######## sum_uart_tx ########
**src/rtl/sum_uart_pkg.sv**
```systemverilog
`default_nettype none
// ============================================================================
// Module      : sum_uart_pkg
// Description : Shared types and constants for the adder-result UART
//               transmitter (state encoding, frame geometry, line level).
// Revision    : 1.0 - initial release
// ============================================================================
package sum_uart_pkg;

    // Transmitter states, in the order they occur within a frame.
    typedef enum logic [2:0] {
        ST_IDLE   = 3'd0,
        ST_START  = 3'd1,
        ST_DATA   = 3'd2,
        ST_PARITY = 3'd3,
        ST_STOP   = 3'd4
    } state_t;

    // Payload width of one frame.
    localparam int DATA_BITS = 8;

    // Line level while no frame is in progress (UART mark).
    localparam logic IDLE_LEVEL = 1'b1;

    // Even parity bit: makes the total count of ones (data + parity) even.
    function automatic logic even_parity(input logic [DATA_BITS-1:0] i_data);
        return ^i_data;
    endfunction

endpackage : sum_uart_pkg
`default_nettype wire

```
**src/rtl/sum_uart_tx_baud.sv**
```systemverilog
`default_nettype none
// ============================================================================
// Module      : baud_tick_gen
// Description : Bit-period counter for the UART transmitter. Counts
//               0..CLKS_PER_BIT-1 while enabled and flags the final cycle of
//               each bit period (tick) and the cycle before it (tick_early).
// Revision    : 1.0 - initial release
// ============================================================================
module baud_tick_gen #(
    parameter int CLKS_PER_BIT = 104
) (
    input  logic clk,
    input  logic rst,
    input  logic en,
    output logic tick,
    output logic tick_early
);

    localparam int CW = (CLKS_PER_BIT > 2) ? $clog2(CLKS_PER_BIT) : 1;
    localparam logic [CW-1:0] c_LAST     = CW'(CLKS_PER_BIT - 1);
    localparam logic [CW-1:0] c_PRE_LAST = CW'(CLKS_PER_BIT - 2);

    logic [CW-1:0] r_count;

    // Free-running bit counter; held at zero whenever the line is idle so
    // the first bit of every frame gets a full period.
    always_ff @(posedge clk) begin
        if (rst || !en) begin
            r_count <= '0;
        end else if (r_count == c_LAST) begin
            r_count <= '0;
        end else begin
            r_count <= r_count + 1'b1;
        end
    end

    assign tick       = en && (r_count == c_LAST);
    // Lets the parent register a flag that lands exactly on the last cycle.
    assign tick_early = en && (r_count == c_PRE_LAST);

endmodule : baud_tick_gen
`default_nettype wire

```
**src/rtl/sum_uart_tx.sv**
```systemverilog
`default_nettype none
// ============================================================================
// Module      : sum_uart_tx
// Description : Captures an 8-bit adder sum over a valid/ready handshake and
//               serialises it LSB first as an 8N1 frame (8E1 when PARITY_EN).
//               All outputs are registered; tx drops one cycle after accept.
// Revision    : 1.0 - initial release
// ============================================================================
module sum_uart_tx
    import sum_uart_pkg::*;
#(
    parameter int CLKS_PER_BIT = 104,
    parameter bit PARITY_EN    = 1'b0
) (
    input  logic                 clk,
    input  logic                 rst,
    input  logic [DATA_BITS-1:0] s_data,
    input  logic                 s_valid,
    output logic                 s_ready,
    output logic                 tx,
    output logic                 busy,
    output logic                 frame_done
);

    localparam int IW = $clog2(DATA_BITS);
    localparam logic [IW-1:0] c_LAST_BIT = IW'(DATA_BITS - 1);

    // Bit periods shorter than two cycles leave no room for the
    // one-cycle-early frame_done registration.
    generate
        if (CLKS_PER_BIT < 2) begin : g_param_check
            $error("sum_uart_tx: CLKS_PER_BIT must be >= 2");
        end
    endgenerate

    state_t               r_state;
    logic [DATA_BITS-1:0] r_shift;
    logic                 r_parity;
    logic [IW-1:0]        r_bit_idx;
    logic                 r_tx;
    logic                 r_ready;
    logic                 r_busy;
    logic                 r_frame_done;

    logic                 w_tick;
    logic                 w_tick_early;

    baud_tick_gen #(
        .CLKS_PER_BIT (CLKS_PER_BIT)
    ) u_baud (
        .clk        (clk),
        .rst        (rst),
        .en         (r_busy),
        .tick       (w_tick),
        .tick_early (w_tick_early)
    );

    // Frame sequencer: handshake capture, bit shifting and registered outputs.
    always_ff @(posedge clk) begin
        if (rst) begin
            r_state      <= ST_IDLE;
            r_shift      <= '0;
            r_parity     <= 1'b0;
            r_bit_idx    <= '0;
            r_tx         <= IDLE_LEVEL;
            r_ready      <= 1'b1;
            r_busy       <= 1'b0;
            r_frame_done <= 1'b0;
        end else begin
            // Raised one cycle ahead so it is high during the final stop cycle.
            r_frame_done <= (r_state == ST_STOP) && w_tick_early;

            case (r_state)
                ST_IDLE: begin
                    if (s_valid && r_ready) begin
                        r_shift   <= s_data;
                        r_parity  <= even_parity(s_data);
                        r_bit_idx <= '0;
                        r_tx      <= 1'b0;
                        r_ready   <= 1'b0;
                        r_busy    <= 1'b1;
                        r_state   <= ST_START;
                    end
                end

                ST_START: begin
                    if (w_tick) begin
                        r_tx    <= r_shift[0];
                        r_state <= ST_DATA;
                    end
                end

                ST_DATA: begin
                    if (w_tick) begin
                        if (r_bit_idx == c_LAST_BIT) begin
                            if (PARITY_EN) begin
                                r_tx    <= r_parity;
                                r_state <= ST_PARITY;
                            end else begin
                                r_tx    <= IDLE_LEVEL;
                                r_state <= ST_STOP;
                            end
                        end else begin
                            r_bit_idx <= r_bit_idx + 1'b1;
                            r_shift   <= r_shift >> 1;
                            r_tx      <= r_shift[1];
                        end
                    end
                end

                ST_PARITY: begin
                    if (w_tick) begin
                        r_tx    <= IDLE_LEVEL;
                        r_state <= ST_STOP;
                    end
                end

                ST_STOP: begin
                    if (w_tick) begin
                        r_tx    <= IDLE_LEVEL;
                        r_ready <= 1'b1;
                        r_busy  <= 1'b0;
                        r_state <= ST_IDLE;
                    end
                end

                default: begin
                    r_tx    <= IDLE_LEVEL;
                    r_ready <= 1'b1;
                    r_busy  <= 1'b0;
                    r_state <= ST_IDLE;
                end
            endcase
        end
    end

    assign s_ready    = r_ready;
    assign tx         = r_tx;
    assign busy       = r_busy;
    assign frame_done = r_frame_done;

endmodule : sum_uart_tx
`default_nettype wire

```
**config.mk**
```make
export PLATFORM = sky130hd
export DESIGN_NAME = sum_uart_tx
export DESIGN_NICKNAME = d
export VERILOG_FILES = /design/src/rtl/sum_uart_pkg.sv /design/src/rtl/sum_uart_tx_baud.sv /design/src/rtl/sum_uart_tx.sv
export SDC_FILE = /design/constraint.sdc
export NUM_CORES = 1
export LEC_CHECK = 0
export ABC_CLOCK_PERIOD_IN_PS = 1900
export CORE_ASPECT_RATIO = 1.4
export CORE_MARGIN = 3
export CORE_UTILIZATION = 48
export CTS_CLUSTER_SIZE = 20
export DETAILED_ROUTE_END_ITERATION = 16
export GPL_TIMING_DRIVEN = 0
export MAX_ROUTING_LAYER = met4
export PLACE_DENSITY = 0.71
export SYNTH_ARGS = -nofsm -noshare
export SYNTH_HDL_FRONTEND = slang
export SYNTH_SLANG_ARGS = --single-unit
```
**constraint.sdc**
```tcl
create_clock -name clk -period 1.9 [get_ports clk]
set_clock_uncertainty 0.05 [all_clocks]
set_input_delay 0.19 -clock clk [delete_from_list [all_inputs] [get_ports clk]]
set_output_delay 0.19 -clock clk [all_outputs]
set_load 0.02 [all_outputs]
```
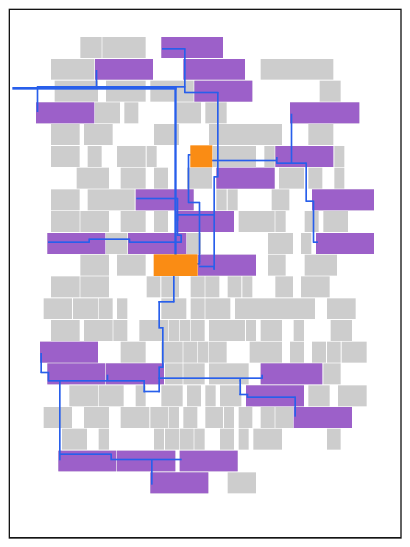
**Above:** sum_uart_tx (clock wires, drivers and flops).
Scale: 8 px per µm.
[orange] clock drivers | count: 3
[blue] clock wires | length: 282 µm
[purple] flip-flops | count: 25
routed clock nets	4
flops lie	spread over the die
insertion delay to the later sink of the worst-skew pair: 0.32 ns
clock distribution power: 0.000244 W
part of the total power dissipated in the clock network: 0.239

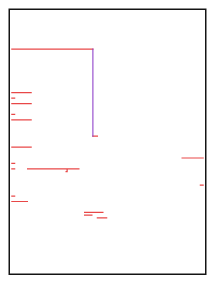
**Above:** sum_uart_tx (signal wires by layer).
Scale: 4 px per µm. Only two layers are drawn.
colour	layer	wire length
red	metal 3	76.6 µm
purple	metal 4	21.8 µm
total length of routed wires: 2750 µm
global-route usage over all layers: 0.192
mean routed wirelength per cell: 14.4 µm
total via count in the routed design: 1,093

==> design notes <==
The flow ran to the end, and the final reports show no timing, DRC or antenna violations. After synthesis the cells add up to 1230 µm². The worst-case reg-to-reg path depth was 8.

Setup total negative slack on the finished layout was measured at 0 ns. The run gives 14 for the number of I/O port buffers. Setup repair after global routing could not meet its margin everywhere. In this run the horizontal extent of the chip is 48.8 µm. With the final-layout fill cell count at 229, the clock period minus worst slack is 1.89 ns. The kind of start point of the critical path was a flop. The worst setup slack for register-to-register paths is 0.01 ns. With the final-layout clock-cell area share at 0.0190, the final antenna-violating net count is 0.

The switching power share of the total works out to 0.282. The global router reports that the layer with the highest usage is met2. The height of the die is 65.9 µm. The run gives 0.367 for the routing usage on met2. The overflow left after global routing is 0, and the vias per cell is 5.75.

Number of levels in the clock H-tree: 1. The number of tap cells added at floorplan was 34; the initial antenna violation count was 0. The class of the most critical hold timing path was in -> reg. Top cell class by occupied area: logic gates. The worst-path maximum fanout is 7, and the register bit count reported by yosys is 25.

The first-pass detailed-route iteration total came out at 4. The count of inverters other than clock inverters in the layout was 4; the cell count after placement was 179. The dominant cell type by area after synthesis is sky130_fd_sc_hd__dfxtp_1.

Worst slew slack as a fraction of its limit: 0.607.
## state kept, by name, indices dropped and copies added, names as in the netlist
signal          count
r_shift             8
u_baud.r_count      7
r_bit_idx           3
r_state             3
busy                1
frame_done          1
s_ready             1
tx                  1
## cell families after synthesis
logic type	Yosys count	synth area share
adder cells (fa/ha/maj)	4	0.0407
AND-OR/OR-AND	36	0.219
buffers and inverters	10	0.0448
flip-flops	25	0.407
XOR/XNOR	5	0.0356
multiplexers	8	0.0661
AND/OR/NAND/NOR	43	0.187

######## wb_fpga_regbank ########
**wb_fpga_regbank: signal wires by layer**

Scale: 2 px per µm. Only two layers are drawn.
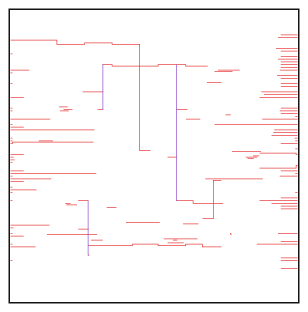
--- config.mk ---
export PLATFORM = sky130hd
export DESIGN_NAME = wb_fpga_regbank
export DESIGN_NICKNAME = d
export VERILOG_FILES = /design/src/rtl/wb_fpga_regbank.sv
export SDC_FILE = /design/constraint.sdc
export NUM_CORES = 1
export LEC_CHECK = 0
export ABC_AREA = 1
export CORE_AREA = 8 8 136 138
export CTS_CLUSTER_DIAMETER = 50
export DETAILED_ROUTE_END_ITERATION = 10
export DIE_AREA = 0 0 144 146
export DONT_BUFFER_PORTS = 1
export MAX_ROUTING_LAYER = met4
export PLACE_DENSITY = 0.61
export SLEW_MARGIN = 20
export SYNTH_ARGS = -nofsm -noshare
export SYNTH_HDL_FRONTEND = slang
export SYNTH_SLANG_ARGS = --single-unit
--- constraint.sdc ---
create_clock -name WBs_CLK_i -period 7.1 [get_ports WBs_CLK_i]
set_input_delay 1.42 -clock WBs_CLK_i [delete_from_list [all_inputs] [get_ports WBs_CLK_i]]
set_output_delay 1.42 -clock WBs_CLK_i [all_outputs]
set_load 0.02 [all_outputs]
--- src/rtl/wb_fpga_regbank.sv ---
// wb_fpga_regbank: Wishbone slave register bank with ID/REV constants,
// synchronised status inputs, a W1C interrupt status register with enable
// mask, and NUM_SCRATCH read/write scratch registers.
// Define WB_REGBANK_CHG_CNT_EN to build the 16-bit status change counter at
// offset 0x014. Without it, that offset reads DEF_REG_VALUE and ignores writes.
`default_nettype none

module wb_fpga_regbank #(
    parameter int          ADDRWIDTH     = 10,
    parameter int          DATAWIDTH     = 32,
    parameter int          NUM_SCRATCH   = 4,
    parameter int          ACK_WAIT      = 0,
    parameter int          STAT_WIDTH    = 4,
    parameter logic [31:0] DEVICE_ID     = 32'h0,
    parameter logic [31:0] REV_LEVEL     = 32'h0,
    parameter logic [31:0] DEF_REG_VALUE = 32'hFAB_DEF_AC
) (
    input  logic                  WBs_CLK_i,
    input  logic                  WBs_RST_i,
    input  logic [ADDRWIDTH-1:0]  WBs_ADR_i,
    input  logic                  WBs_CYC_i,
    input  logic                  WBs_STB_i,
    input  logic                  WBs_WE_i,
    input  logic [3:0]            WBs_BYTE_STB_i,
    input  logic [DATAWIDTH-1:0]  WBs_DAT_i,
    output logic [DATAWIDTH-1:0]  WBs_DAT_o,
    output logic                  WBs_ACK_o,
    input  logic [STAT_WIDTH-1:0] stat_i,
    output logic                  int_o,
    output logic [DATAWIDTH-1:0]  ctrl_o,
    output logic [31:0]           Device_ID_o
);

    localparam int AW = ADDRWIDTH - 2;

    // Word indices of the fixed registers.
    localparam logic [AW-1:0] W_ID       = AW'(0);
    localparam logic [AW-1:0] W_REV      = AW'(1);
    localparam logic [AW-1:0] W_STATUS   = AW'(2);
    localparam logic [AW-1:0] W_INT_STAT = AW'(3);
    localparam logic [AW-1:0] W_INT_EN   = AW'(4);
`ifdef WB_REGBANK_CHG_CNT_EN
    localparam logic [AW-1:0] W_CHG_CNT  = AW'(5);
`endif
    // Scratch window occupies word indices 8..15 (byte offsets 0x020..0x03C).
    localparam logic [AW-4:0] SCR_HI     = (AW-3)'(1);
    localparam logic [1:0]    ACK_WAIT_C = 2'(ACK_WAIT);

    logic [AW-1:0]          adr_w;
    logic [2:0]             scr_idx;
    logic                   scr_region;
    logic                   xfer;
    logic                   ack_set;
    logic                   wr_en;
    logic                   ack_q, ack_d;
    logic [1:0]             wait_q, wait_d;
    logic [DATAWIDTH-1:0]   be_mask;
    logic [DATAWIDTH-1:0]   scratch_q [NUM_SCRATCH];
    logic [STAT_WIDTH-1:0]  sync1_q, sync2_q, prev_q, chg;
    logic [STAT_WIDTH-1:0]  st_mask, st_wdata;
    logic [STAT_WIDTH-1:0]  int_stat_q, int_stat_d;
    logic [STAT_WIDTH-1:0]  int_en_q, int_en_d;
    logic                   int_q, int_d;
    logic                   unused_adr_bits;

    assign adr_w           = WBs_ADR_i[ADDRWIDTH-1:2];
    assign scr_idx         = adr_w[2:0];
    assign scr_region      = (adr_w[AW-1:3] == SCR_HI);
    assign unused_adr_bits = ^WBs_ADR_i[1:0];

    // Expand the four byte strobes into a per-bit write mask.
    for (genvar k = 0; k < DATAWIDTH; k++) begin : g_be_mask
        assign be_mask[k] = WBs_BYTE_STB_i[(k/8) % 4];
    end

    // A transfer is live while the master requests and the current one is not yet acknowledged.
    assign xfer    = WBs_CYC_i & WBs_STB_i & ~ack_q;
    assign ack_set = xfer & (wait_q == ACK_WAIT_C);
    assign wr_en   = ack_set & WBs_WE_i;

    // Next state of the wait counter and acknowledge.
    always_comb begin
        // NOTE: every always_comb output gets a default first so no path can infer a latch.
        ack_d  = ack_set;
        wait_d = 2'd0;
        if (xfer && !ack_set) begin
            wait_d = wait_q + 2'd1;
        end
    end

    // Handshake state: dropping CYC/STB or reset clears the counter and suppresses ACK.
    always_ff @(posedge WBs_CLK_i or posedge WBs_RST_i) begin
        if (WBs_RST_i) begin
            // NOTE: sequential state uses non-blocking assignment so all flops update together.
            ack_q  <= 1'b0;
            wait_q <= 2'd0;
        end else begin
            ack_q  <= ack_d;
            wait_q <= wait_d;
        end
    end

    // Scratch registers: byte-lane merge on the edge that raises ACK.
    always_ff @(posedge WBs_CLK_i or posedge WBs_RST_i) begin
        if (WBs_RST_i) begin
            // NOTE: this small register array is reset explicitly because software relies on it reading 0.
            for (int n = 0; n < NUM_SCRATCH; n++) begin
                scratch_q[n] <= '0;
            end
        end else begin
            for (int n = 0; n < NUM_SCRATCH; n++) begin
                if (wr_en && scr_region && scr_idx == 3'(n)) begin
                    scratch_q[n] <= (scratch_q[n] & ~be_mask) | (WBs_DAT_i & be_mask);
                end
            end
        end
    end

    // Two-flop synchroniser followed by the "prev" register used for edge detection.
    always_ff @(posedge WBs_CLK_i or posedge WBs_RST_i) begin
        if (WBs_RST_i) begin
            sync1_q <= '0;
            sync2_q <= '0;
            prev_q  <= '0;
        end else begin
            sync1_q <= stat_i;
            sync2_q <= sync1_q;
            prev_q  <= sync2_q;
        end
    end

    assign chg      = sync2_q ^ prev_q;
    assign st_mask  = be_mask[STAT_WIDTH-1:0];
    assign st_wdata = WBs_DAT_i[STAT_WIDTH-1:0];

    // Interrupt status (W1C, a new change beats a coincident clear) and enable mask.
    always_comb begin
        int_stat_d = int_stat_q;
        int_en_d   = int_en_q;
        if (wr_en && adr_w == W_INT_STAT) begin
            int_stat_d = int_stat_q & ~(st_wdata & st_mask);
        end
        int_stat_d = int_stat_d | chg;
        if (wr_en && adr_w == W_INT_EN) begin
            int_en_d = (int_en_q & ~st_mask) | (st_wdata & st_mask);
        end
        int_d = |(int_stat_q & int_en_q);
    end

    // Interrupt registers; int_o follows its operands by one cycle.
    always_ff @(posedge WBs_CLK_i or posedge WBs_RST_i) begin
        if (WBs_RST_i) begin
            int_stat_q <= '0;
            int_en_q   <= '0;
            int_q      <= 1'b0;
        end else begin
            int_stat_q <= int_stat_d;
            int_en_q   <= int_en_d;
            int_q      <= int_d;
        end
    end

`ifdef WB_REGBANK_CHG_CNT_EN
    logic [15:0] chg_cnt_q, chg_cnt_d;

    // Change counter: software clear takes priority over a coincident increment.
    always_comb begin
        chg_cnt_d = chg_cnt_q;
        if (wr_en && adr_w == W_CHG_CNT && WBs_BYTE_STB_i[0]) begin
            chg_cnt_d = 16'd0;
        end else if (|chg && chg_cnt_q != 16'hFFFF) begin
            chg_cnt_d = chg_cnt_q + 16'd1;
        end
    end

    // Change counter register, saturating at 16'hFFFF.
    always_ff @(posedge WBs_CLK_i or posedge WBs_RST_i) begin
        if (WBs_RST_i) begin
            chg_cnt_q <= 16'd0;
        end else begin
            chg_cnt_q <= chg_cnt_d;
        end
    end
`endif

    // Read mux, purely combinational from the address; unmapped words return DEF_REG_VALUE.
    always_comb begin
        WBs_DAT_o = DATAWIDTH'(DEF_REG_VALUE);
        case (adr_w)
            W_ID:       WBs_DAT_o = DATAWIDTH'(DEVICE_ID);
            W_REV:      WBs_DAT_o = DATAWIDTH'(REV_LEVEL);
            W_STATUS:   WBs_DAT_o = DATAWIDTH'(sync2_q);
            W_INT_STAT: WBs_DAT_o = DATAWIDTH'(int_stat_q);
            W_INT_EN:   WBs_DAT_o = DATAWIDTH'(int_en_q);
`ifdef WB_REGBANK_CHG_CNT_EN
            W_CHG_CNT:  WBs_DAT_o = DATAWIDTH'(chg_cnt_q);
`endif
            default:    ;
        endcase
        if (scr_region) begin
            for (int n = 0; n < NUM_SCRATCH; n++) begin
                if (scr_idx == 3'(n)) begin
                    WBs_DAT_o = scratch_q[n];
                end
            end
        end
    end

    assign WBs_ACK_o   = ack_q;
    assign int_o       = int_q;
    assign ctrl_o      = scratch_q[0];
    assign Device_ID_o = DEVICE_ID;

endmodule

`default_nettype wire

==> design notes <==
The run finished with clean final reports. The area share of the leading cell type in the synthesized netlist is 0.492. The logs give 950 for the count of nets after finishing and 188 MHz for the maximum achievable frequency. Sequential cell fraction of total power: 0.452. Worst setup slack for register-to-register paths: 4.83 ns.

The run gives 2 as the number of buffers between clock root and the deepest sink. Counting every sink on the clock net gives 152. Yosys stat counts 948 cells in the synthesized netlist. In the post-synthesis netlist, the biggest area contributors are sky130_fd_sc_hd__dfrtp_1 49%, sky130_fd_sc_hd__nand2_1 14%, sky130_fd_sc_hd__buf_4 7.1%, sky130_fd_sc_hd__o21ai_1 6.3%, sky130_fd_sc_hd__nor2_1 3.3%.

Summing over the stages, the warning tally comes to 28. Per the OpenROAD floorplan log, the area of the core is 16,300 µm². The flow reported a cell area power density of 243 nW/µm². Summed over all nets, the half-perimeter wirelength after detailed placement is 12,400 µm. The worst-case reg-to-reg path depth is 8.

The tools report the endpoint type of the worst setup path as an output pin. The final timing report gives a worst setup slack of 1.78 ns. The class of the most critical hold timing path is reg -> reg. The count of buffers added by post-CTS timing repair for setup was 0; the cell count after placement was 1,095. Looking at the worst setup and hold paths, the clock pins of their registers show a slew of 0.06 ns. The run gives 0.307 as the worst slew slack as a fraction of its limit. Sorting the synthesized cells by how often they occur yields 290 x sky130_fd_sc_hd__nand2_1, 152 x sky130_fd_sc_hd__dfrtp_1, 97 x sky130_fd_sc_hd__o21ai_1. The number of stages on the worst hold path was 0. After clock tree synthesis, the flow added hold-fix buffers numbering 0. Adder-cell area share of the yosys netlist: 0.00162. The synthesized design contains 0 enable-type register cells.

Among logic cells in the layout, the one with the most instances is sky130_fd_sc_hd__nand2_1. In the routed design, unresolved DRC markers number 0. The data arrival time at the worst-slack endpoint came out at 3.90 ns. The chip area in the Yosys report was 7720 µm².

For reference, the most critical setup path is categorized as in -> out. TritonCTS built the clock tree. Between the synthesized netlist and the finished layout, the area growth was recorded as 4.18%. The run gives 5 as the first-pass detailed-route iteration total.
## Picture notes: 'signal wires by layer' of wb_fpga_regbank
colour	layer	wire length
red	metal 3	1,220 µm
purple	metal 4	190 µm

==> per-layer routing <==
layer | GRT usage | vias to the layer above | wire length (µm)
li1 | - | 2885 | -
met1 | 0.257 | 2733 | 8970
met2 | 0.300 | 159 | 9030
met3 | 0.0525 | 15 | 1220
met4 | 0.0552 | 0 | 189
met5 | - | - | 0
==> area by class of cell <==
| type | instances | share of cell area |
|---|---|---|
| multi-input combinational | 664 | 0.385 |
| clock inverter | 11 | 0.0180 |
| tap | 220 | 0.0342 |
| timing repair buffer | 7 | 0.00653 |
| sequential | 152 | 0.473 |
| clock buffer | 21 | 0.0585 |
| inverter | 52 | 0.0249 |

######## craft_subcells_sched ########
**craft_subcells_sched: gate-type map**

Scale: 4 px per µm.
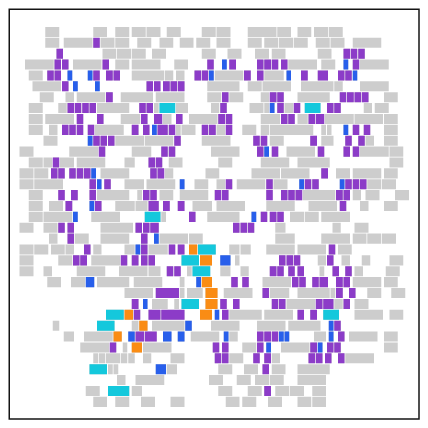
$ cat src/rtl/craft_pkg.sv
// Shared CRAFT constants and the SubCells sequencer state type.
package craft_pkg;

   localparam int unsigned CRAFT_STATE_W = 64;
   localparam int unsigned CRAFT_NIBBLES = 16;

   typedef enum logic [1:0] {
      IDLE = 2'd0,
      BUSY = 2'd1,
      DONE = 2'd2
   } craft_subcells_state_t;

endpackage

$ cat src/rtl/craft_sbox.sv
// CRAFT 4-bit S-box (an involution).
module craft_sbox (
   input  logic [3:0] in_nib,
   output logic [3:0] out_nib
);

   always_comb begin
      out_nib = 4'h0;
      unique case (in_nib)
         4'h0: out_nib = 4'hc;
         4'h1: out_nib = 4'ha;
         4'h2: out_nib = 4'hd;
         4'h3: out_nib = 4'h3;
         4'h4: out_nib = 4'he;
         4'h5: out_nib = 4'hb;
         4'h6: out_nib = 4'hf;
         4'h7: out_nib = 4'h7;
         4'h8: out_nib = 4'h8;
         4'h9: out_nib = 4'h9;
         4'ha: out_nib = 4'h1;
         4'hb: out_nib = 4'h5;
         4'hc: out_nib = 4'h0;
         4'hd: out_nib = 4'h2;
         4'he: out_nib = 4'h4;
         4'hf: out_nib = 4'h6;
         default: out_nib = 4'h0;
      endcase
   end

endmodule

$ cat src/rtl/craft_subcells_sched.sv
// CRAFT SubCells sequencer: LANES shared S-boxes swept over the 16 state nibbles.
// Optional S-box output register stage enabled by `define CRAFT_SUBCELLS_PIPE_EN.
module craft_subcells_sched
   import craft_pkg::*;
#(
   parameter int unsigned LANES = 4
) (
   input  logic                     clk,
   input  logic                     rst_n,
   input  logic                     flush,
   input  logic                     in_valid,
   output logic                     in_ready,
   input  logic [CRAFT_STATE_W-1:0] in_state,
   output logic                     out_valid,
   input  logic                     out_ready,
   output logic [CRAFT_STATE_W-1:0] out_state,
   output logic                     busy
);

   localparam int unsigned BEATS  = (LANES == 0) ? 1 : CRAFT_NIBBLES / LANES;
   localparam int unsigned BEAT_W = (BEATS > 1) ? $clog2(BEATS) : 1;
   localparam logic [BEAT_W-1:0] LAST_BEAT = BEAT_W'(BEATS - 1);

   generate
      if (!(LANES == 1 || LANES == 2 || LANES == 4 || LANES == 8 || LANES == 16)) begin : g_bad_lanes
         $error("craft_subcells_sched: LANES must be 1, 2, 4, 8 or 16");
      end
   endgenerate

   craft_subcells_state_t     state_q, state_d;
   logic [CRAFT_STATE_W-1:0]  work_q, work_d;
   logic [BEAT_W-1:0]         beat_q, beat_d;

   logic [3:0]                sbox_in  [LANES];
   logic [3:0]                sbox_out [LANES];
   logic [LANES*4-1:0]        sbox_flat;

`ifdef CRAFT_SUBCELLS_PIPE_EN
   logic                      pv_q, pv_d;
   logic [BEAT_W-1:0]         pbeat_q, pbeat_d;
   logic [LANES*4-1:0]        pdata_q, pdata_d;
   logic                      issued_q, issued_d;
`endif

   // Lane j always reads nibble beat*LANES+j of the working register.
   always_comb begin
      sbox_flat = '0;
      for (int unsigned j = 0; j < LANES; j++) begin
         sbox_in[j]          = work_q[4*(32'(beat_q)*LANES + j) +: 4];
         sbox_flat[4*j +: 4] = sbox_out[j];
      end
   end

   for (genvar g = 0; g < LANES; g++) begin : g_lane
      craft_sbox u_sbox (
         .in_nib  (sbox_in[g]),
         .out_nib (sbox_out[g])
      );
   end

   always_comb begin
      state_d = state_q;
      work_d  = work_q;
      beat_d  = beat_q;
`ifdef CRAFT_SUBCELLS_PIPE_EN
      pv_d     = 1'b0;
      pbeat_d  = pbeat_q;
      pdata_d  = pdata_q;
      issued_d = issued_q;
`endif
      unique case (state_q)
         IDLE: begin
            if (in_valid) begin
               work_d  = in_state;
               beat_d  = '0;
               state_d = BUSY;
`ifdef CRAFT_SUBCELLS_PIPE_EN
               issued_d = 1'b0;
`endif
            end
         end
         BUSY: begin
`ifdef CRAFT_SUBCELLS_PIPE_EN
            // Read of beat k overlaps the write-back of beat k-1; they touch disjoint nibbles.
            if (!issued_q) begin
               pv_d    = 1'b1;
               pbeat_d = beat_q;
               pdata_d = sbox_flat;
               if (beat_q == LAST_BEAT) issued_d = 1'b1;
               else                     beat_d   = beat_q + BEAT_W'(1);
            end
            if (pv_q) begin
               for (int unsigned j = 0; j < LANES; j++) begin
                  work_d[4*(32'(pbeat_q)*LANES + j) +: 4] = pdata_q[4*j +: 4];
               end
               if (pbeat_q == LAST_BEAT) state_d = DONE;
            end
`else
            for (int unsigned j = 0; j < LANES; j++) begin
               work_d[4*(32'(beat_q)*LANES + j) +: 4] = sbox_flat[4*j +: 4];
            end
            if (beat_q == LAST_BEAT) state_d = DONE;
            else                     beat_d  = beat_q + BEAT_W'(1);
`endif
         end
         DONE: begin
            if (out_ready) state_d = IDLE;
         end
         default: state_d = IDLE;
      endcase

      if (flush) begin
         state_d = IDLE;
         beat_d  = '0;
`ifdef CRAFT_SUBCELLS_PIPE_EN
         pv_d    = 1'b0;
`endif
      end
   end

   always_ff @(posedge clk) begin
      if (!rst_n) begin
         state_q  <= IDLE;
         work_q   <= '0;
         beat_q   <= '0;
`ifdef CRAFT_SUBCELLS_PIPE_EN
         pv_q     <= 1'b0;
         pbeat_q  <= '0;
         pdata_q  <= '0;
         issued_q <= 1'b0;
`endif
      end else begin
         state_q  <= state_d;
         work_q   <= work_d;
         beat_q   <= beat_d;
`ifdef CRAFT_SUBCELLS_PIPE_EN
         pv_q     <= pv_d;
         pbeat_q  <= pbeat_d;
         pdata_q  <= pdata_d;
         issued_q <= issued_d;
`endif
      end
   end

   // in_ready is held low for as long as reset is asserted.
   assign in_ready  = rst_n && (state_q == IDLE);
   assign out_valid = (state_q == DONE);
   assign busy      = (state_q == BUSY) || (state_q == DONE);
   assign out_state = work_q;

endmodule
$ cat config.mk
export PLATFORM = sky130hd
export DESIGN_NAME = craft_subcells_sched
export DESIGN_NICKNAME = d
export VERILOG_FILES = /design/src/rtl/craft_pkg.sv /design/src/rtl/craft_sbox.sv /design/src/rtl/craft_subcells_sched.sv
export SDC_FILE = /design/constraint.sdc
export NUM_CORES = 1
export LEC_CHECK = 0
export CAP_MARGIN = 25
export CORE_MARGIN = 2
export CORE_UTILIZATION = 40
export DETAILED_ROUTE_END_ITERATION = 10
export MAX_ROUTING_LAYER = met4
export PLACE_DENSITY = 0.72
export SYNTH_ARGS = -nofsm -noshare
export SYNTH_HDL_FRONTEND = slang
export SYNTH_HIERARCHICAL = 1
export SYNTH_SLANG_ARGS = --single-unit
$ cat constraint.sdc
create_clock -name clk -period 4.1 [get_ports clk]
set_clock_uncertainty 0.05 [all_clocks]
set_input_delay 0.82 -clock clk [delete_from_list [all_inputs] [get_ports clk]]
set_output_delay 0.82 -clock clk [all_outputs]
set_load 0.1 [all_outputs]
==> design notes <==
With the tool warning count at 32, the clock period minus worst slack is 3.04 ns. The area share of the leading cell type in the synthesized netlist works out to 0.354. The switching power share of the total came out at 0.437. The via total after detailed routing was 4,061; the adder-cell area share of the yosys netlist was 0.0377. In the synthesis report, Yosys lists the chip area as 3840 µm². The run gives 6 as the number of warning messages in the yosys log.

For the global routing usage on met1, the log shows 0.327. Summing all multi-input logic gate instances after layout gives 2250 µm². Summed over all nets, the switching power comes to 0.000993 W.

The congestion estimate from routability-driven global placement came to 0.843. Recorded from the global router log, the overflow total was 0. For the top-level port count, the log shows 136.

The first detailed-routing pass took 5 iterations. In this run the mean area of a mapped cell was 8.27 µm². Power density of the placed cells: 419 nW/µm². The flow ran to the end, and the final reports show no timing, DRC or antenna violations.
Notes on 'gate-type map' of craft_subcells_sched above:
colour	family	cells	most used
orange	AND and OR gates	10	and4_1
blue	NAND gates	41	nand2_1
purple	inverting AOI/OAI gates	220	a21oi_1
cyan	adder and majority cells	12	ha_1
post-route non-filler standard cell count: 718
most common library cell in the layout ignoring fill and taps: sky130_fd_sc_hd__clkdlybuf4s50_1
Comb area share: 0.415

flip-flops by register name, summed over array words and instances, names as in the netlist:
| signal | count |
|---|---|
| beat_q | 2 |
| state_q | 2 |
| out_state | 64 |
worst paths after layout:
kind	from	end	slack [ns]	cells after the start
max	state_q[0]$_SDFFE_PP0P_	busy	1.06	3
min	state_q[0]$_SDFFE_PP0P_	state_q[0]$_SDFFE_PP0P_	0.49	2
max reg2reg	beat_q[1]$_SDFFE_PP0P_	out_state[17]$_SDFFE_PN0P_	1.27	6
min reg2reg	state_q[0]$_SDFFE_PP0P_	state_q[0]$_SDFFE_PP0P_	0.49	2

######## period_counter_bank ########
**period_counter_bank: signal wires by layer**

Scale: 2 px per µm. Only two layers are drawn.
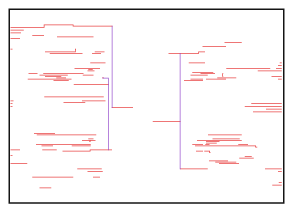
**period_counter_bank: clock wires, drivers and flops**

Scale: 3 px per µm.
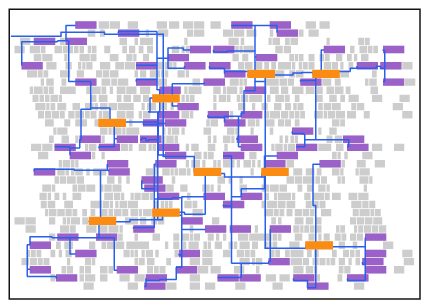
[config.mk]
export PLATFORM = sky130hd
export DESIGN_NAME = period_counter_bank
export DESIGN_NICKNAME = d
export VERILOG_FILES = /design/src/rtl/pcb_pkg.sv /design/src/rtl/period_counter_ch.sv /design/src/rtl/period_counter_bank.sv
export SDC_FILE = /design/constraint.sdc
export NUM_CORES = 1
export LEC_CHECK = 0
export CORE_ASPECT_RATIO = 0.7
export CORE_UTILIZATION = 45
export DETAILED_ROUTE_END_ITERATION = 8
export PLACE_DENSITY_LB_ADDON = 0.2
export SLEW_MARGIN = 20
export SYNTH_ARGS = -nofsm -noshare
export SYNTH_HDL_FRONTEND = slang
export SYNTH_SLANG_ARGS = --single-unit
[constraint.sdc]
create_clock -name clk -period 3.8 [get_ports clk]
set_clock_uncertainty 0.1 [all_clocks]
set_input_delay 0.76 -clock clk [delete_from_list [all_inputs] [get_ports clk]]
set_output_delay 0.76 -clock clk [all_outputs]
set_load 0.01 [all_outputs]
[src/rtl/pcb_pkg.sv]
// pcb_pkg: shared types and defaults for the period counter bank
package pcb_pkg;
  typedef enum logic {WRAP = 1'b0, ONESHOT = 1'b1} mode_e;
  typedef enum logic {RUN = 1'b0, DONE = 1'b1} state_e;
  localparam int PCB_W = 9;
endpackage

[src/rtl/period_counter_ch.sv]
// period_counter_ch: one programmable wrap/one-shot counter channel with terminal-count pulse
module period_counter_ch
  import pcb_pkg::*;
#(
  parameter int W          = PCB_W,
  parameter int DEF_PERIOD = 1
) (
  input  logic         clk,
  input  logic         rst_n,
  input  logic         cfg_wr,
  input  logic [W-1:0] cfg_period,
  input  logic         cfg_mode,
  input  logic         clr,
  input  logic         adv,
  output logic [W-1:0] cnt,
  output logic         tc,
  output logic         busy
);
  logic [W-1:0] period_q, period_d, cnt_q, cnt_d, last;
  mode_e        mode_q, mode_d;
  state_e       state_q, state_d;
  logic         tc_q, tc_d, busy_q, busy_d;
  // next-state: cfg write beats clr beats advance; a zero period behaves as one
  always_comb begin
    period_d = period_q;
    mode_d   = mode_q;
    state_d  = state_q;
    cnt_d    = cnt_q;
    tc_d     = 1'b0;
    busy_d   = busy_q;
    last     = (period_q == '0) ? '0 : period_q - 1'b1;
    if (cfg_wr) begin
      period_d = cfg_period;
      mode_d   = mode_e'(cfg_mode);
      state_d  = RUN;
      cnt_d    = '0;
      busy_d   = cfg_mode;
    end else if (clr) begin
      state_d = RUN;
      cnt_d   = '0;
      busy_d  = (mode_q == ONESHOT);
    end else if (adv && state_q == RUN) begin
      if (cnt_q == last) begin
        tc_d = 1'b1;
        if (mode_q == WRAP) cnt_d = '0;
        else begin
          state_d = DONE;
          busy_d  = 1'b0;
        end
      end else cnt_d = cnt_q + 1'b1;
    end
  end
  // channel registers with synchronous active-low reset
  always_ff @(posedge clk) begin
    if (!rst_n) begin
      period_q <= W'(DEF_PERIOD);
      mode_q   <= WRAP;
      state_q  <= RUN;
      cnt_q    <= '0;
      tc_q     <= 1'b0;
      busy_q   <= 1'b0;
    end else begin
      period_q <= period_d;
      mode_q   <= mode_d;
      state_q  <= state_d;
      cnt_q    <= cnt_d;
      tc_q     <= tc_d;
      busy_q   <= busy_d;
    end
  end
  assign cnt  = cnt_q;
  assign tc   = tc_q;
  assign busy = busy_q;
endmodule

[src/rtl/period_counter_bank.sv]
// period_counter_bank: CH independent period counters; PCB_PRESCALE_EN gates advancing with a shared prescaler strobe
module period_counter_bank
  import pcb_pkg::*;
#(
  parameter int CH         = 4,
  parameter int W          = PCB_W,
  parameter int DEF_PERIOD = 1,
  parameter int PRESCALE   = 16,
  localparam int CW        = (CH > 1) ? $clog2(CH) : 1
) (
  input  logic          clk,
  input  logic          rst_n,
  input  logic          cfg_we,
  input  logic [CW-1:0] cfg_ch,
  input  logic [W-1:0]  cfg_period,
  input  logic          cfg_mode,
  input  logic [CH-1:0] en,
  input  logic [CH-1:0] clr,
  output logic [CH*W-1:0] cnt_out,
  output logic [CH-1:0] tc_pulse,
  output logic [CH-1:0] busy
);
  logic strobe;
`ifdef PCB_PRESCALE_EN
  localparam int PW = (PRESCALE > 1) ? $clog2(PRESCALE) : 1;
  logic [PW-1:0] pre_q, pre_d;
  // free-running divider; strobe on the last count of each PRESCALE-cycle window
  always_comb begin
    strobe = (pre_q == PW'(PRESCALE - 1));
    pre_d  = strobe ? '0 : pre_q + 1'b1;
  end
  // prescaler register, cleared only by reset
  always_ff @(posedge clk) begin
    if (!rst_n) pre_q <= '0;
    else pre_q <= pre_d;
  end
`else
  assign strobe = 1'b1;
`endif
  for (genvar g = 0; g < CH; g++) begin : g_ch
    period_counter_ch #(.W(W), .DEF_PERIOD(DEF_PERIOD)) u_ch (
      .clk        (clk),
      .rst_n      (rst_n),
      .cfg_wr     (cfg_we && cfg_ch == CW'(g)),
      .cfg_period (cfg_period),
      .cfg_mode   (cfg_mode),
      .clr        (clr[g]),
      .adv        (en[g] && strobe),
      .cnt        (cnt_out[g*W +: W]),
      .tc         (tc_pulse[g]),
      .busy       (busy[g])
    );
  end
endmodule

==> design notes <==
STA classifies the critical path endpoint as a flop. The final standard cell count with taps included and fillers excluded is 942, and the worst-case reg-to-reg path depth is 9. The end point of the critical path was g_ch[0].u_ch.cnt[1]$_SDFFE_PP0P_. The synth_stat.txt file lists the number of cells as 742. The total non-filler cell area in the finished layout was 6680 µm²; the final-report setup violation count was 0. The compound-gate portion of the synthesized area came out at 0.255. For the synthesized instance count, the log shows 742. The flow ran to the end, and the final reports show no timing, DRC or antenna violations.

Among the non-sequential cells, simple AND/OR/NAND/NOR gates take the most area. The clock tree has to reach 88 sinks. After the last flow step, the layout net total stands at 811.

The delay of the slowest critical-path stage was 0.66 ns. The xor-xnor portion of the synthesized cell area is 0.0185, and the combinational logic power is 0.000334 W. The critical path maximum fanout is 10.

The report puts the hold buffer count at CTS at 0. In this run the most critical hold path is launched from g_ch[1].u_ch.state_q$_SDFFE_PP0P_. Worst slew slack as a fraction of its limit: 0.487. The summed instance area of the synthesized netlist came out at 5690 µm². The register area share after synthesis is 0.309, and the sequential cell fraction of total power is 0.450. At the worst endpoint, the required time is 3.98 ns. The initial antenna violation count is 0.

At floorplan, the net count of the design was reported as 773. The run gives 0.474 for the floorplan-stage core utilization. For this design the static power due to leakage is 2.29 nW. The tools report the internal power of the cells as 0.00155 W.

Yosys mapped the design onto 76 distinct sky130hd cell types. Dominant synthesized flop cell: sky130_fd_sc_hd__dfxtp_1. The most utilized layer in the global route result was met2.

The tree is rooted in a sky130_fd_sc_hd__clkbuf_16. The timing report gives the clock slew at the launch and capture registers of the worst setup and hold paths as 0.07 ns. The height of the die is 96.1 µm. The critical path goes through inv_1 -> ha_1 -> nor4b_2 -> a22oi_1 -> o32a_1 -> nor4b_1 -> nand4_1 -> and2_1 -> o22ai_1. The switching power share of the total works out to 0.288. At the pin with the least slew margin, the transition time is 0.768 ns.

For the worst setup slack for register-to-register paths, the log shows 0.56 ns.
Notes on 'signal wires by layer' of period_counter_bank above:
colour	layer	wire length
purple	metal 4	137 µm
red	metal 3	910 µm
global-route usage over all layers: 0.245
mean routed wirelength per cell: 16.1 µm
total via count in the routed design: 5,743
total length of routed wires: 15,200 µm

Notes on 'clock wires, drivers and flops' of period_counter_bank above:
[purple] flip-flops | count: 88
[blue] clock wires | length: 1,270 µm
[orange] clock drivers | count: 9
routed clock nets	10
flops lie	spread over the die
insertion delay to the later sink of the worst-skew pair: 0.35 ns
part of the total power dissipated in the clock network: 0.396

==> layout make-up <==
cell class	count	area, µm²
multi-input cells	581	3610
clock buffers	10	239
repair buffers	75	728
inverters	25	93.8
fillers	1094	5340
clock inverters	6	43.8
flip-flops and latches	88	1760
well taps	157	196
==> flip-flops by register name, indices dropped and copies added (netlist names) <==
signal              count
g_ch.u_ch.busy          4
g_ch.u_ch.mode_q        4
g_ch.u_ch.cnt          36
g_ch.u_ch.period_q     36
g_ch.u_ch.state_q       4
g_ch.u_ch.tc            4

######## link_test_sequencer_flat ########
**link_test_sequencer_flat: pin map**

Scale: 4 px per µm. Pins as bars across the die edge, other pins in grey.
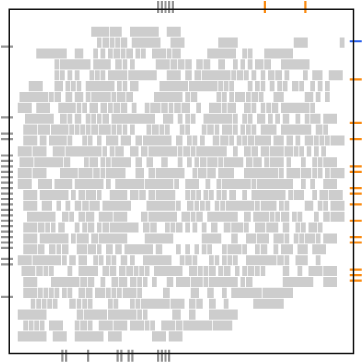
**link_test_sequencer_flat: signal wires by layer**

Scale: 3 px per µm. Only two layers are drawn.
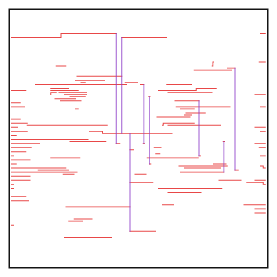
[src/rtl/link_test_sequencer_if.sv]
// rtl/link_test_sequencer_if.sv - control and status bundle of the link test sequencer
interface link_test_sequencer_if #(
  parameter int COUNT_WIDTH = 16
);
  logic                   start;
  logic                   abort;
  logic [COUNT_WIDTH-1:0] num_symbols;
  logic                   sym_valid;
  logic                   chan_valid;
  logic                   gen_en;
  logic                   busy;
  logic                   done;
  logic                   err;
  logic [COUNT_WIDTH-1:0] sym_count;
  logic [COUNT_WIDTH-1:0] out_count;

  modport master (
    output start, abort, num_symbols, sym_valid, chan_valid,
    input  gen_en, busy, done, err, sym_count, out_count
  );

  modport slave (
    input  start, abort, num_symbols, sym_valid, chan_valid,
    output gen_en, busy, done, err, sym_count, out_count
  );
endinterface

[src/rtl/link_test_sequencer.sv]
// rtl/link_test_sequencer.sv - burst run controller for the PRBS/encoder/channel chain
// Optional RUN watchdog enabled by defining SEQ_TIMEOUT_EN.
module link_test_sequencer #(
  parameter int COUNT_WIDTH    = 16,
  parameter int DRAIN_CYCLES   = 8,
  parameter int TIMEOUT_CYCLES = 64
) (
  input logic                  clk,
  input logic                  rst,
  link_test_sequencer_if.slave bus
);
  localparam int DW = $clog2(DRAIN_CYCLES + 1);
  localparam logic [COUNT_WIDTH-1:0] CNT_MAX = '1;

  typedef enum logic [1:0] {IDLE, RUN, DRAIN, DONE} state_t;

  state_t                 state;
  logic [COUNT_WIDTH-1:0] target;
  logic [COUNT_WIDTH-1:0] sym_count;
  logic [COUNT_WIDTH-1:0] out_count;
  logic [COUNT_WIDTH-1:0] sym_next;
  logic [COUNT_WIDTH-1:0] out_next;
  logic [DW-1:0]          drain_cnt;
  logic                   gen_en;
  logic                   busy;
  logic                   done;

`ifdef SEQ_TIMEOUT_EN
  localparam int WW = $clog2(TIMEOUT_CYCLES + 1);
  logic [WW-1:0] wd_cnt;
  logic          err;
  assign bus.err = err;
`else
  // No watchdog in this build: err is a constant zero.
  assign bus.err = (TIMEOUT_CYCLES < 0);
`endif

  assign sym_next = (sym_count == CNT_MAX) ? sym_count : sym_count + 1'b1;
  assign out_next = (out_count == CNT_MAX) ? out_count : out_count + 1'b1;

  always_ff @(posedge clk) begin
    if (rst) begin
      state     <= IDLE;
      target    <= '0;
      sym_count <= '0;
      out_count <= '0;
      drain_cnt <= '0;
      gen_en    <= 1'b0;
      busy      <= 1'b0;
      done      <= 1'b0;
`ifdef SEQ_TIMEOUT_EN
      wd_cnt    <= '0;
      err       <= 1'b0;
`endif
    end else begin
      case (state)
        IDLE: begin
          if (bus.start) begin
            sym_count <= '0;
            out_count <= '0;
`ifdef SEQ_TIMEOUT_EN
            wd_cnt    <= '0;
            err       <= 1'b0;
`endif
            if (bus.num_symbols != '0) begin
              target <= bus.num_symbols;
              state  <= RUN;
              gen_en <= 1'b1;
              busy   <= 1'b1;
            end else begin
              state <= DONE;
              done  <= 1'b1;
            end
          end
        end
        RUN: begin
          // Abort wins over target-reached and watchdog; counters freeze as they are.
          if (bus.abort) begin
            state  <= IDLE;
            gen_en <= 1'b0;
            busy   <= 1'b0;
          end else begin
            if (bus.chan_valid) out_count <= out_next;
            if (bus.sym_valid) begin
              sym_count <= sym_next;
`ifdef SEQ_TIMEOUT_EN
              wd_cnt    <= '0;
`endif
              if (sym_next == target) begin
                state     <= DRAIN;
                gen_en    <= 1'b0;
                drain_cnt <= DW'(DRAIN_CYCLES);
              end
            end
`ifdef SEQ_TIMEOUT_EN
            else if (wd_cnt == WW'(TIMEOUT_CYCLES - 1)) begin
              state  <= IDLE;
              gen_en <= 1'b0;
              busy   <= 1'b0;
              err    <= 1'b1;
            end else begin
              wd_cnt <= wd_cnt + 1'b1;
            end
`endif
          end
        end
        DRAIN: begin
          if (bus.abort) begin
            state <= IDLE;
            busy  <= 1'b0;
          end else begin
            if (bus.chan_valid) out_count <= out_next;
            if (drain_cnt == DW'(1)) begin
              state <= DONE;
              busy  <= 1'b0;
              done  <= 1'b1;
            end else begin
              drain_cnt <= drain_cnt - 1'b1;
            end
          end
        end
        DONE: begin
          state <= IDLE;
          done  <= 1'b0;
        end
        default: state <= IDLE;
      endcase
    end
  end

  assign bus.gen_en    = gen_en;
  assign bus.busy      = busy;
  assign bus.done      = done;
  assign bus.sym_count = sym_count;
  assign bus.out_count = out_count;
endmodule

[src/flat_wrapper.sv]
// flat-port wrapper written by rule: the top's interface ports become plain ports
module link_test_sequencer_flat 
#(
  parameter int COUNT_WIDTH    = 16,
  parameter int DRAIN_CYCLES   = 8,
  parameter int TIMEOUT_CYCLES = 64
)
  (clk, rst, bus_start, bus_abort, bus_num_symbols, bus_sym_valid, bus_chan_valid, bus_gen_en, bus_busy, bus_done, bus_err, bus_sym_count, bus_out_count);
  link_test_sequencer_if #(.COUNT_WIDTH(COUNT_WIDTH)) bus_i ();
  input logic clk;
  input logic rst;
  input wire logic [$bits(bus_i.start)-1:0] bus_start;
  input wire logic [$bits(bus_i.abort)-1:0] bus_abort;
  input wire logic [$bits(bus_i.num_symbols)-1:0] bus_num_symbols;
  input wire logic [$bits(bus_i.sym_valid)-1:0] bus_sym_valid;
  input wire logic [$bits(bus_i.chan_valid)-1:0] bus_chan_valid;
  output wire logic [$bits(bus_i.gen_en)-1:0] bus_gen_en;
  output wire logic [$bits(bus_i.busy)-1:0] bus_busy;
  output wire logic [$bits(bus_i.done)-1:0] bus_done;
  output wire logic [$bits(bus_i.err)-1:0] bus_err;
  output wire logic [$bits(bus_i.sym_count)-1:0] bus_sym_count;
  output wire logic [$bits(bus_i.out_count)-1:0] bus_out_count;
  assign bus_i.start = bus_start;
  assign bus_i.abort = bus_abort;
  assign bus_i.num_symbols = bus_num_symbols;
  assign bus_i.sym_valid = bus_sym_valid;
  assign bus_i.chan_valid = bus_chan_valid;
  assign bus_gen_en = bus_i.gen_en;
  assign bus_busy = bus_i.busy;
  assign bus_done = bus_i.done;
  assign bus_err = bus_i.err;
  assign bus_sym_count = bus_i.sym_count;
  assign bus_out_count = bus_i.out_count;
  link_test_sequencer #(.COUNT_WIDTH(COUNT_WIDTH), .DRAIN_CYCLES(DRAIN_CYCLES), .TIMEOUT_CYCLES(TIMEOUT_CYCLES)) u_core (.clk(clk), .rst(rst), .bus(bus_i));
endmodule
[config.mk]
export PLATFORM = sky130hd
export DESIGN_NAME = link_test_sequencer_flat
export DESIGN_NICKNAME = d
export VERILOG_FILES = /design/src/rtl/link_test_sequencer_if.sv /design/src/rtl/link_test_sequencer.sv /design/src/flat_wrapper.sv
export SDC_FILE = /design/constraint.sdc
export NUM_CORES = 1
export LEC_CHECK = 0
export ABC_AREA = 1
export CAP_MARGIN = 10
export CORE_MARGIN = 1.5
export CORE_UTILIZATION = 50
export DETAILED_ROUTE_END_ITERATION = 7
export PLACE_DENSITY = 0.81
export SETUP_SLACK_MARGIN = 0.1
export SKIP_LAST_GASP = 1
export SLEW_MARGIN = 20
export SYNTH_ARGS = -nofsm -noshare
export SYNTH_HDL_FRONTEND = slang
export SYNTH_SLANG_ARGS = --single-unit
[constraint.sdc]
create_clock -name clk -period 2.59 [get_ports clk]
set_clock_uncertainty 0.2 [all_clocks]
set_input_delay 0.259 -clock clk [delete_from_list [all_inputs] [get_ports clk]]
set_output_delay 0.259 -clock clk [all_outputs]
set_load 0.05 [all_outputs]
==> design notes <==
The xor-xnor portion of the synthesized cell area is 0.0179, and the total number of placement rows is 29. The worst slew slack as a fraction of its limit is 0.540. The run finished, with violations left.

The run gives 0.443 for the combinational share of cell area. The checks that failed: design-rule violations. The register area share after synthesis is 0.334, and the number of buffers between clock root and the deepest sink is 2. The most numerous cell type found on the critical path is sky130_fd_sc_hd__nand2_2. The worst-case reg-to-reg path depth was 16; the latest clock arrival within the worst-skew pair was 0.35 ns.

With the overall fraction of global-route tracks in use at 0.252, the async set-reset flop share out of synthesis is 0. Counting tap cells, the placed design contains a total of 677 instances. For the total non-filler cell area in the finished layout, the log shows 4460 µm². The end point of the critical path is u_core.drain_cnt[0]$_SDFFE_PP0P_. The post-synthesis simple-gate area fraction came out at 0.372. The largest single stage delay on the critical path is 0.39 ns. Among the non-sequential cells, simple AND/OR/NAND/NOR gates take the most area. In the final layout, the registers with the most flip-flops are u_core.bus.out_count (16), u_core.bus.sym_count (16), u_core.target (16). Routability congestion estimate: 0.953. For the number of tap cells added at floorplan, the log shows 77. The timing report lists the critical path depth as 16 cells. The routed layout reports a DRC error count of 2. Yosys cell count: 545.

For this run, the leading register cell type out of synthesis is sky130_fd_sc_hd__dfxtp_1. The run gives 9120 µm for the overall routed net length. The total buffers and inverters traversed by the critical path is 2.
## Picture notes: 'pin map' of link_test_sequencer_flat
colour	port	pins	direction	edge
orange	bus_sym_count	16	output	14 east, 2 north
blue	bus_err	1	output	east
all pins by edge	25 west, 15 east, 11 south, 7 north

## Picture notes: 'signal wires by layer' of link_test_sequencer_flat
colour	layer	wire length
purple	metal 4	206 µm
red	metal 3	779 µm

where the power goes:
group | internal, W | switching, W
clock network | 0.000468 | 0.000383
logic | 0.000568 | 0.000993
registers | 0.00103 | 0.000119
layer usage:
metal / wire (µm) / share of wire / vias up
met4: 206 / 0.023 / 0
li1: - / - / 1891
met2: 4250 / 0.47 / 157
met5: 0 / 0 / -
met3: 779 / 0.085 / 20
met1: 3880 / 0.43 / 1663


==> notes/layouts.md <==
Pictures saved along the way, in no particular order.

Pin map.
panel A
Scale: 6 px per µm. Pins as bars across the die edge, other pins in grey.
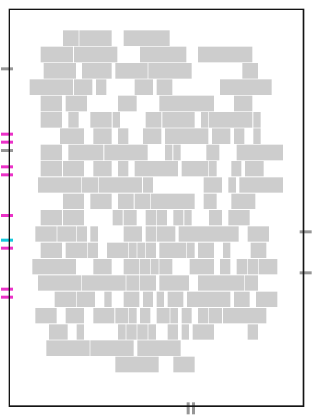
panel B
Scale: 2 px per µm. Pins as bars across the die edge, other pins in grey.
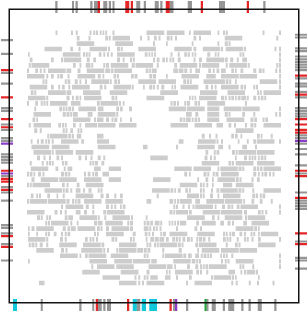
panel C
Scale: 4 px per µm. Pins as bars across the die edge, other pins in grey.
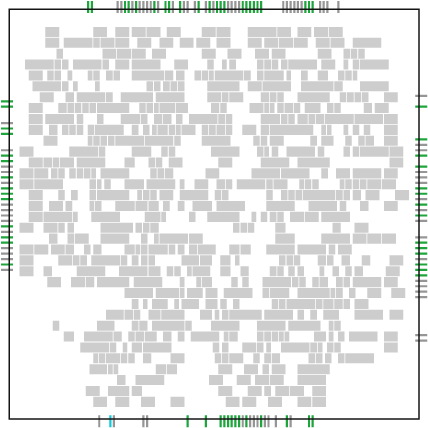
panel D
Scale: 3 px per µm. Pins as bars across the die edge, other pins in grey.
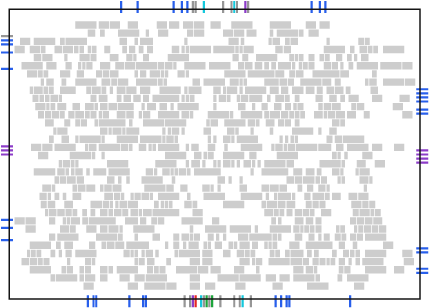
Panel D comes from period_counter_bank.
Panel C comes from craft_subcells_sched.
Panel B comes from wb_fpga_regbank.
Panel A comes from sum_uart_tx.
The one with the fewest pins is panel A.

Power figures rest on the tool's default switching activity, not on a simulated workload.
